# ---- block 1 ----
==> block_1/layers.png <==
(2 px per um)
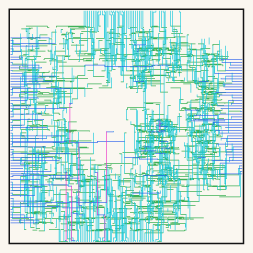

$ cat src/rtl/iob_wishbone2iob.sv
// Wishbone classic slave to IOb native master bridge: registers one Wishbone
// request, runs a single outstanding IOb transaction and returns ack or error.
module iob_wishbone2iob #(
   parameter int ADDR_W    = 32,
   parameter int DATA_W    = 32,
   parameter int TIMEOUT_W = 8,
   parameter int TIMEOUT   = 255
) (
   input  logic                clk_i,
   input  logic                arst_i,
   input  logic [ADDR_W-1:0]   wb_addr_i,
   input  logic [DATA_W/8-1:0] wb_select_i,
   input  logic                wb_we_i,
   input  logic                wb_cyc_i,
   input  logic                wb_stb_i,
   input  logic [DATA_W-1:0]   wb_data_i,
   output logic [DATA_W-1:0]   wb_data_o,
   output logic                wb_ack_o,
   output logic                wb_error_o,
   output logic                valid_o,
   output logic [ADDR_W-1:0]   address_o,
   output logic [DATA_W-1:0]   wdata_o,
   output logic [DATA_W/8-1:0] wstrb_o,
   input  logic [DATA_W-1:0]   rdata_i,
   input  logic                ready_i
);

   localparam logic [1:0] IDLE = 2'd0;
   localparam logic [1:0] REQ  = 2'd1;
   localparam logic [1:0] ACK  = 2'd2;
   localparam logic [1:0] ERR  = 2'd3;

   logic [1:0]           state_r;
   logic [TIMEOUT_W-1:0] cnt_r;
   logic [TIMEOUT_W-1:0] cnt_inc_s;
   logic                 timeout_hit_s;
   logic                 is_read_s;

   // Wait-counter lookahead and transaction direction decode.
   always_comb begin
      cnt_inc_s     = cnt_r + {{(TIMEOUT_W-1){1'b0}}, 1'b1};
      timeout_hit_s = (TIMEOUT != 32'sd0) && (cnt_inc_s == TIMEOUT_W'(TIMEOUT));
      is_read_s     = (wstrb_o == {(DATA_W/8){1'b0}});
   end

   // Bridge FSM with all outputs registered.
   always_ff @(posedge clk_i or posedge arst_i) begin
      if (arst_i) begin
         state_r    <= IDLE;
         cnt_r      <= {TIMEOUT_W{1'b0}};
         wb_data_o  <= {DATA_W{1'b0}};
         wb_ack_o   <= 1'b0;
         wb_error_o <= 1'b0;
         valid_o    <= 1'b0;
         address_o  <= {ADDR_W{1'b0}};
         wdata_o    <= {DATA_W{1'b0}};
         wstrb_o    <= {(DATA_W/8){1'b0}};
      end else begin
         case (state_r)
            IDLE: begin
               wb_ack_o   <= 1'b0;
               wb_error_o <= 1'b0;
               if (wb_cyc_i && wb_stb_i) begin
                  address_o <= wb_addr_i;
                  wdata_o   <= wb_data_i;
                  wstrb_o   <= wb_we_i ? wb_select_i : {(DATA_W/8){1'b0}};
                  valid_o   <= 1'b1;
                  cnt_r     <= {TIMEOUT_W{1'b0}};
                  state_r   <= REQ;
               end else begin
                  state_r <= IDLE;
               end
            end
            REQ: begin
               // The IOb side cannot abort, so a dropped cycle only suppresses the reply.
               if (ready_i) begin
                  valid_o <= 1'b0;
                  if (wb_cyc_i) begin
                     wb_data_o <= is_read_s ? rdata_i : {DATA_W{1'b0}};
                     wb_ack_o  <= 1'b1;
                     state_r   <= ACK;
                  end else begin
                     state_r <= IDLE;
                  end
               end else if (timeout_hit_s) begin
                  valid_o    <= 1'b0;
                  wb_data_o  <= {DATA_W{1'b0}};
                  wb_error_o <= wb_cyc_i;
                  state_r    <= wb_cyc_i ? ERR : IDLE;
               end else begin
                  cnt_r <= cnt_inc_s;
               end
            end
            ACK: begin
               wb_ack_o <= 1'b0;
               state_r  <= IDLE;
            end
            ERR: begin
               wb_error_o <= 1'b0;
               state_r    <= IDLE;
            end
            default: begin
               valid_o    <= 1'b0;
               wb_ack_o   <= 1'b0;
               wb_error_o <= 1'b0;
               state_r    <= IDLE;
            end
         endcase
      end
   end

endmodule
$ cat config.mk
export PLATFORM = sky130hd
export DESIGN_NAME = iob_wishbone2iob
export DESIGN_NICKNAME = d
export VERILOG_FILES = /design/src/rtl/iob_wishbone2iob.sv
export SDC_FILE = /design/constraint.sdc
export NUM_CORES = 1
export LEC_CHECK = 0
export CORE_MARGIN = 5
export CORE_UTILIZATION = 42
export DETAILED_ROUTE_END_ITERATION = 10
export PLACE_DENSITY = 0.9
export SLEW_MARGIN = 40
export SYNTH_ARGS = -nofsm -noshare
export SYNTH_HDL_FRONTEND = slang
export SYNTH_SLANG_ARGS = --single-unit
$ cat constraint.sdc
create_clock -name clk_i -period 4.14 [get_ports clk_i]
set_clock_uncertainty 0.05 [all_clocks]
set_input_delay 0.414 -clock clk_i [delete_from_list [all_inputs] [get_ports clk_i]]
set_output_delay 0.414 -clock clk_i [all_outputs]
set_load 0.05 [all_outputs]
# ---- block 2 ----
File: src/rtl/mult_div_unit.sv
// mult_div_unit: multicycle signed multiply (radix-2 Booth) and divide (restoring on magnitudes
// with sign fix-up) producing Hi/Lo, with a one-cycle done pulse and a zero-divisor flag.
module mult_div_unit #(
   parameter int DATA_W = 32
) (
   input  logic              clk,
   input  logic              reset_n,
   input  logic [DATA_W-1:0] A,
   input  logic [DATA_W-1:0] B,
   input  logic              mult_start,
   input  logic              div_start,
   output logic [DATA_W-1:0] Hi,
   output logic [DATA_W-1:0] Lo,
   output logic              busy,
   output logic              done,
   output logic              div_zero
);
   localparam int W  = DATA_W;
   localparam int CW = $clog2(DATA_W);
   typedef enum logic [2:0] {IDLE, MULT, DIV, FIX, DONE} state_t;
   state_t state, next;
   logic [CW-1:0] cnt;
   logic last, win, go_mult, go_div, dz, sa, sb;
   // Booth accumulator {P_hi, P_lo, q-1}; P_hi carries two guard bits so +/-2^(W-1) never overflows
   logic [2*W+2:0] acc, acc_next;
   logic [W+1:0] m, ph_add;
   logic [W-1:0] r, q, d, r_next, q_next;
   logic [W:0] shifted, trial;
   assign last    = cnt == CW'(W-1);
   assign win     = state == IDLE || state == DONE;
   assign go_mult = win && mult_start;
   assign go_div  = win && !mult_start && div_start;
   assign busy     = state != IDLE;
   assign done     = state == DONE;
   assign div_zero = done && dz;
   assign ph_add   = acc[1] == acc[0] ? acc[2*W+2:W+1] :
                     acc[0] ? acc[2*W+2:W+1] + m : acc[2*W+2:W+1] - m;
   assign acc_next = {ph_add[W+1], ph_add, acc[W:1]};
   assign shifted  = {r, q[W-1]};
   assign trial    = shifted - {1'b0, d};
   assign r_next   = trial[W] ? shifted[W-1:0] : trial[W-1:0];
   assign q_next   = {q[W-2:0], !trial[W]};
   always_ff @(posedge clk or negedge reset_n)
      if (!reset_n) state <= IDLE;
      else state <= next;
   always_comb begin
      next = state;
      case (state)
         IDLE, DONE: next = go_mult ? MULT : go_div ? (B == '0 ? DONE : DIV) : IDLE;
         MULT:       next = last ? DONE : MULT;
         DIV:        next = last ? FIX : DIV;
         FIX:        next = DONE;
         default:    next = IDLE;
      endcase
   end
   always_ff @(posedge clk or negedge reset_n)
      if (!reset_n) begin
         Hi  <= '0;
         Lo  <= '0;
         acc <= '0;
         m   <= '0;
         r   <= '0;
         q   <= '0;
         d   <= '0;
         sa  <= 1'b0;
         sb  <= 1'b0;
         dz  <= 1'b0;
         cnt <= '0;
      end else if (go_mult) begin
         acc <= {{(W+2){1'b0}}, B, 1'b0};
         m   <= {{2{A[W-1]}}, A};
         cnt <= '0;
         dz  <= 1'b0;
      end else if (go_div) begin
         r   <= '0;
         q   <= A[W-1] ? -A : A;
         d   <= B[W-1] ? -B : B;
         sa  <= A[W-1];
         sb  <= B[W-1];
         cnt <= '0;
         dz  <= B == '0;
      end else begin
         case (state)
            MULT: begin
               acc <= acc_next;
               cnt <= cnt + 1'b1;
               if (last) begin
                  Hi <= acc_next[2*W:W+1];
                  Lo <= acc_next[W:1];
               end
            end
            DIV: begin
               r   <= r_next;
               q   <= q_next;
               cnt <= cnt + 1'b1;
            end
            // remainder follows the dividend's sign, quotient negative when signs differ
            FIX: begin
               Hi <= sa ? -r : r;
               Lo <= (sa ^ sb) ? -q : q;
            end
            default: ;
         endcase
      end
endmodule

File: config.mk
export PLATFORM = sky130hd
export DESIGN_NAME = mult_div_unit
export DESIGN_NICKNAME = d
export VERILOG_FILES = /design/src/rtl/mult_div_unit.sv
export SDC_FILE = /design/constraint.sdc
export NUM_CORES = 1
export LEC_CHECK = 0
export CAP_MARGIN = 10
export CORE_MARGIN = 4
export CORE_UTILIZATION = 45
export CTS_CLUSTER_DIAMETER = 120
export DETAILED_ROUTE_END_ITERATION = 10
export PLACE_DENSITY_LB_ADDON = 0.2
export SYNTH_ARGS = -nofsm -noshare
export SYNTH_HDL_FRONTEND = slang
export SYNTH_SLANG_ARGS = --single-unit
File: constraint.sdc
create_clock -name clk -period 8.15 [get_ports clk]
set_input_delay 0.815 -clock clk [delete_from_list [all_inputs] [get_ports clk]]
set_output_delay 0.815 -clock clk [all_outputs]
set_load 0.03 [all_outputs]
==> block_2/pinout.png <==
(2 px per um) Pins as bars across the die edge, other pins in gray.
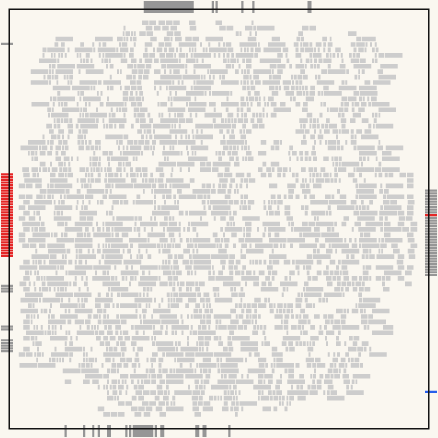
Key: reset_n = blue [pins 1, direction input, edge right]; Lo = red [pins 32, direction output, edge 31 left, 1 right]
count of buffers inserted at the top-level ports: 134
die height: 209 um
die outline width: 209 um

==> block_2/clock_nets.png <==
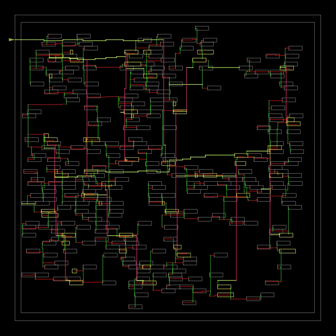
clock latency on the worst-skew pair: 0.60 ns
Worst Skew: 0.0165 ns
CTS buffer count: 31

==> run summary, block 2 <==
Synthesis and place-and-route results.

- The flow ran to the end, and the final reports show no timing, DRC or antenna violations.
- Routing resource usage on met3 recorded by global route was 4.47%.
- The first global-routing pass estimated 91900 um of wire.
- The dominant kind of cell is multi-input combinational cells.
- In the final layout, flip-flops and latches take up 32.0% of the cell area.
- In this run, synthesis produced a sequential element count of 269.
- By instance count after routing, the leading logic cell type is sky130_fd_sc_hd__nand2_1.
- Setup violations remaining at the end of the flow were counted as 0.
- The DRC violation total after the first TritonRoute iteration is 1527.
- The final total power is 11.1 mW.
- The top-level port count is 135.
- The kind of path behind the tightest hold check is in2async.
- Combinational power for this build is 6.96 mW.
- Per STA, the worst path accumulates the most delay in the family simple AND/OR/NAND/NOR gates.
- The tally of OpenROAD warnings is 28.
- According to the tapcell log, the count of inserted taps is 525.
- In the final report, the number of hold violations comes to 0.
- The number of antenna diodes in the final layout is 0.
- In this run the standard cell core region covers 0.0398 sq mm.
- The data arrival at the endpoint of the critical path is 5.05 ns.
- The number of setup buffers added after CTS is 0.
- For this design, the CTS-stage hold fixing added 0 buffers.
==> block_1/pinout.png <==
(3 px per um) Pins as bars across the die edge, other pins in gray.
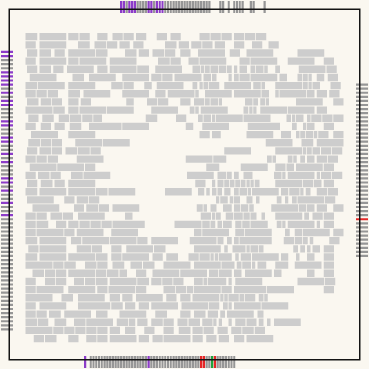
Key: wb_ack_o = green [pins 1, direction output, edge bottom]; wb_data_i = purple [pins 32, direction input, edge 20 left, 10 top, 2 bottom]; wstrb_o = red [pins 4, direction output, edge 3 bottom, 1 right]
All pins by edge: 69 left, 54 bottom, 43 right, 43 top.
die height: 116 um
count of buffers inserted at the top-level ports: 208
die outline width: 116 um

==> block_1/clock_nets.png <==
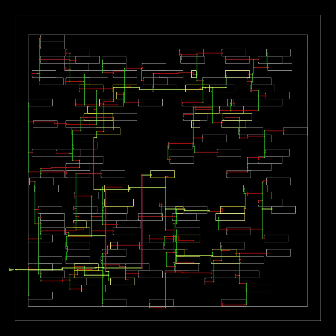
CTS buffer count: 17
Clock Sink Count: 113
clock latency on the worst-skew pair: 0.41 ns

## Picture notes: block_1/layers.png
Key: M2 = cyan [wire length 6840 um]; M1 = green [wire length 4900 um]; M3 = blue [wire length 1490 um]; M4 = magenta [wire length 187 um]
post-detailed-route wirelength per cell: 17.8 um
WL final: 13400 um
All-Layer GR Usage: 20.4%

==> run summary, block 1 <==
Synthesis and place-and-route results.

- The routed design shows a via density per instance of 5.25.
- In the synthesized netlist the async set-or-reset flop fraction comes to 100%.
- The number of standard-cell rows in the floorplan is 38.
- The met2 layer wire length in the routed design is 6840 um.
- The main area contributors are sky130_fd_sc_hd__dfrtp_1, sky130_fd_sc_hd__mux2_2, sky130_fd_sc_hd__a22oi_1, sky130_fd_sc_hd__nand2_1, sky130_fd_sc_hd__o21ai_0.
- Global routing consumed, on the met3 layer, 9.95% of the routing resources.
- Entering global routing, the biggest net connects 55 pins.
- The number of max-cap violations is 0.
- The signal on the critical path passes through ha_1 > nand3_1 > or3_1 > a211o_1 > nor3_4 > buf_6 > o21ai_0.
- The net switching fraction of the power is 37.0%.
- The final total power is 5.13 mW.
- OpenROAD emitted warnings numbering 30.
- The total of cells resized after clock tree synthesis is 0.
- In the finished design the tool counted flip-flops and latches totalling 113.
- In the final report, the number of endpoints failing setup comes to 0.
- The relative max-transition margin is 55.3%.
- The count of endpoints failing hold in the final timing report is 0.
- Yosys reported a register bit count of 113.
- The final-layout non-clock buffer area share is 27.8%.
- The core area is 0.0110 sq mm.
- The number of tapcells is 140.
- The cell with the most instances after synthesis is sky130_fd_sc_hd__dfrtp_1.
- The critical path endpoint is wb_data_o[27].
- Looking at the worst setup and hold paths, the clock pins of their registers show a slew of 0.05 ns.
- By area, the combinational part of the netlist is dominated by multiplexers.
- Averaged over all synthesized cells, the footprint is 12.2 sq um.
- The share of the synthesized area in the top cell type is 59.6%.
- The top fanout value on the critical path is 19.
- The total via count after detailed routing is 3950.
- Post-CTS timing repair inserted 0 buffers for setup.
- The script extracted a net switching power of 1.90 mW.
- In this run, synthesis inferred 0 flip-flops with an integrated enable.
- The part of the power in registers is 29.7%.
- The pin closest to its max-slew limit shows a slew of 0.671 ns.
- The number of synthesis warnings is 0.
- The worst reg2reg path startpoint is cnt_r[1].
- After detailed routing, the number of remaining DRC violations is 0.
- The post-synthesis xor/xnor area fraction is 0.369%.
- Before any placement, the netlist area is recorded as 0.00475 sq mm.
- The capture endpoint of the worst hold path is wdata_o[10].
- Per STA, the highest per-stage delay on the worst path measures 0.48 ns.
- The run finished with clean final reports.
- After Yosys synthesis, full adders, half adders and majority gates account for 1.58% of the synthesized area.
- The count of antenna diodes in the layout is 0.
- The power report attributes to the combinational group a share of 37.9%.
- The count of non-filler cells in the finished layout is 753.
- The post-placement worst setup slack is 1.53 ns.
- The worst-case IR drop observed on VDD is 0.000441 V.
- Fill cells in the final layout number 761.
- Counting only logic cells after layout, the most numerous master is sky130_fd_sc_hd__clkdlybuf4s50_1.

==> notes/layouts.md <==
Pictures saved along the way, in no particular order.

Cells colored by class.
(a)
(1.5 px per um)
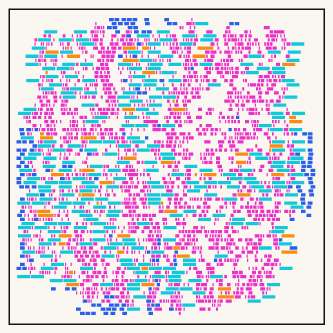
(b)
(2 px per um)
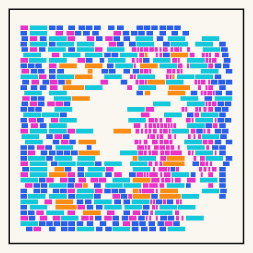
- highest utilization: (b)
- most cells: (a)
block 1 -> (b)
block 2 -> (a)



==> notes/layouts.md <==
Pictures saved along the way, in no particular order.

Local utilization.
image #1
(2 px per um) The die is cut into 21 by 21 equal tiles; black is low, pale yellow is high, 0 to 100% covered.
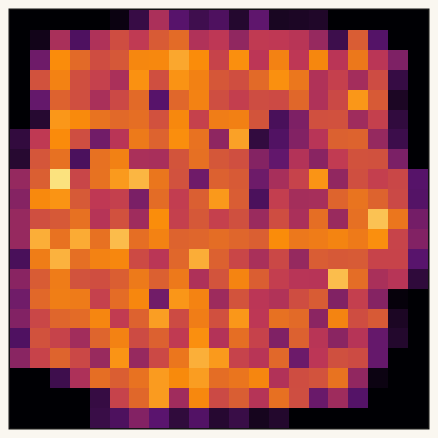
image #2
(3 px per um) The die is cut into 12 by 12 equal tiles; black is low, pale yellow is high, 0 to 100% covered.
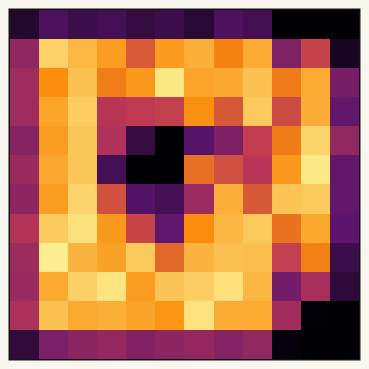
block 2 -> image #1
block 1 -> image #2
Of these, largest die: image #1
Of these, highest utilization: image #2

Power figures rest on the tool's default switching activity, not on a simulated workload.
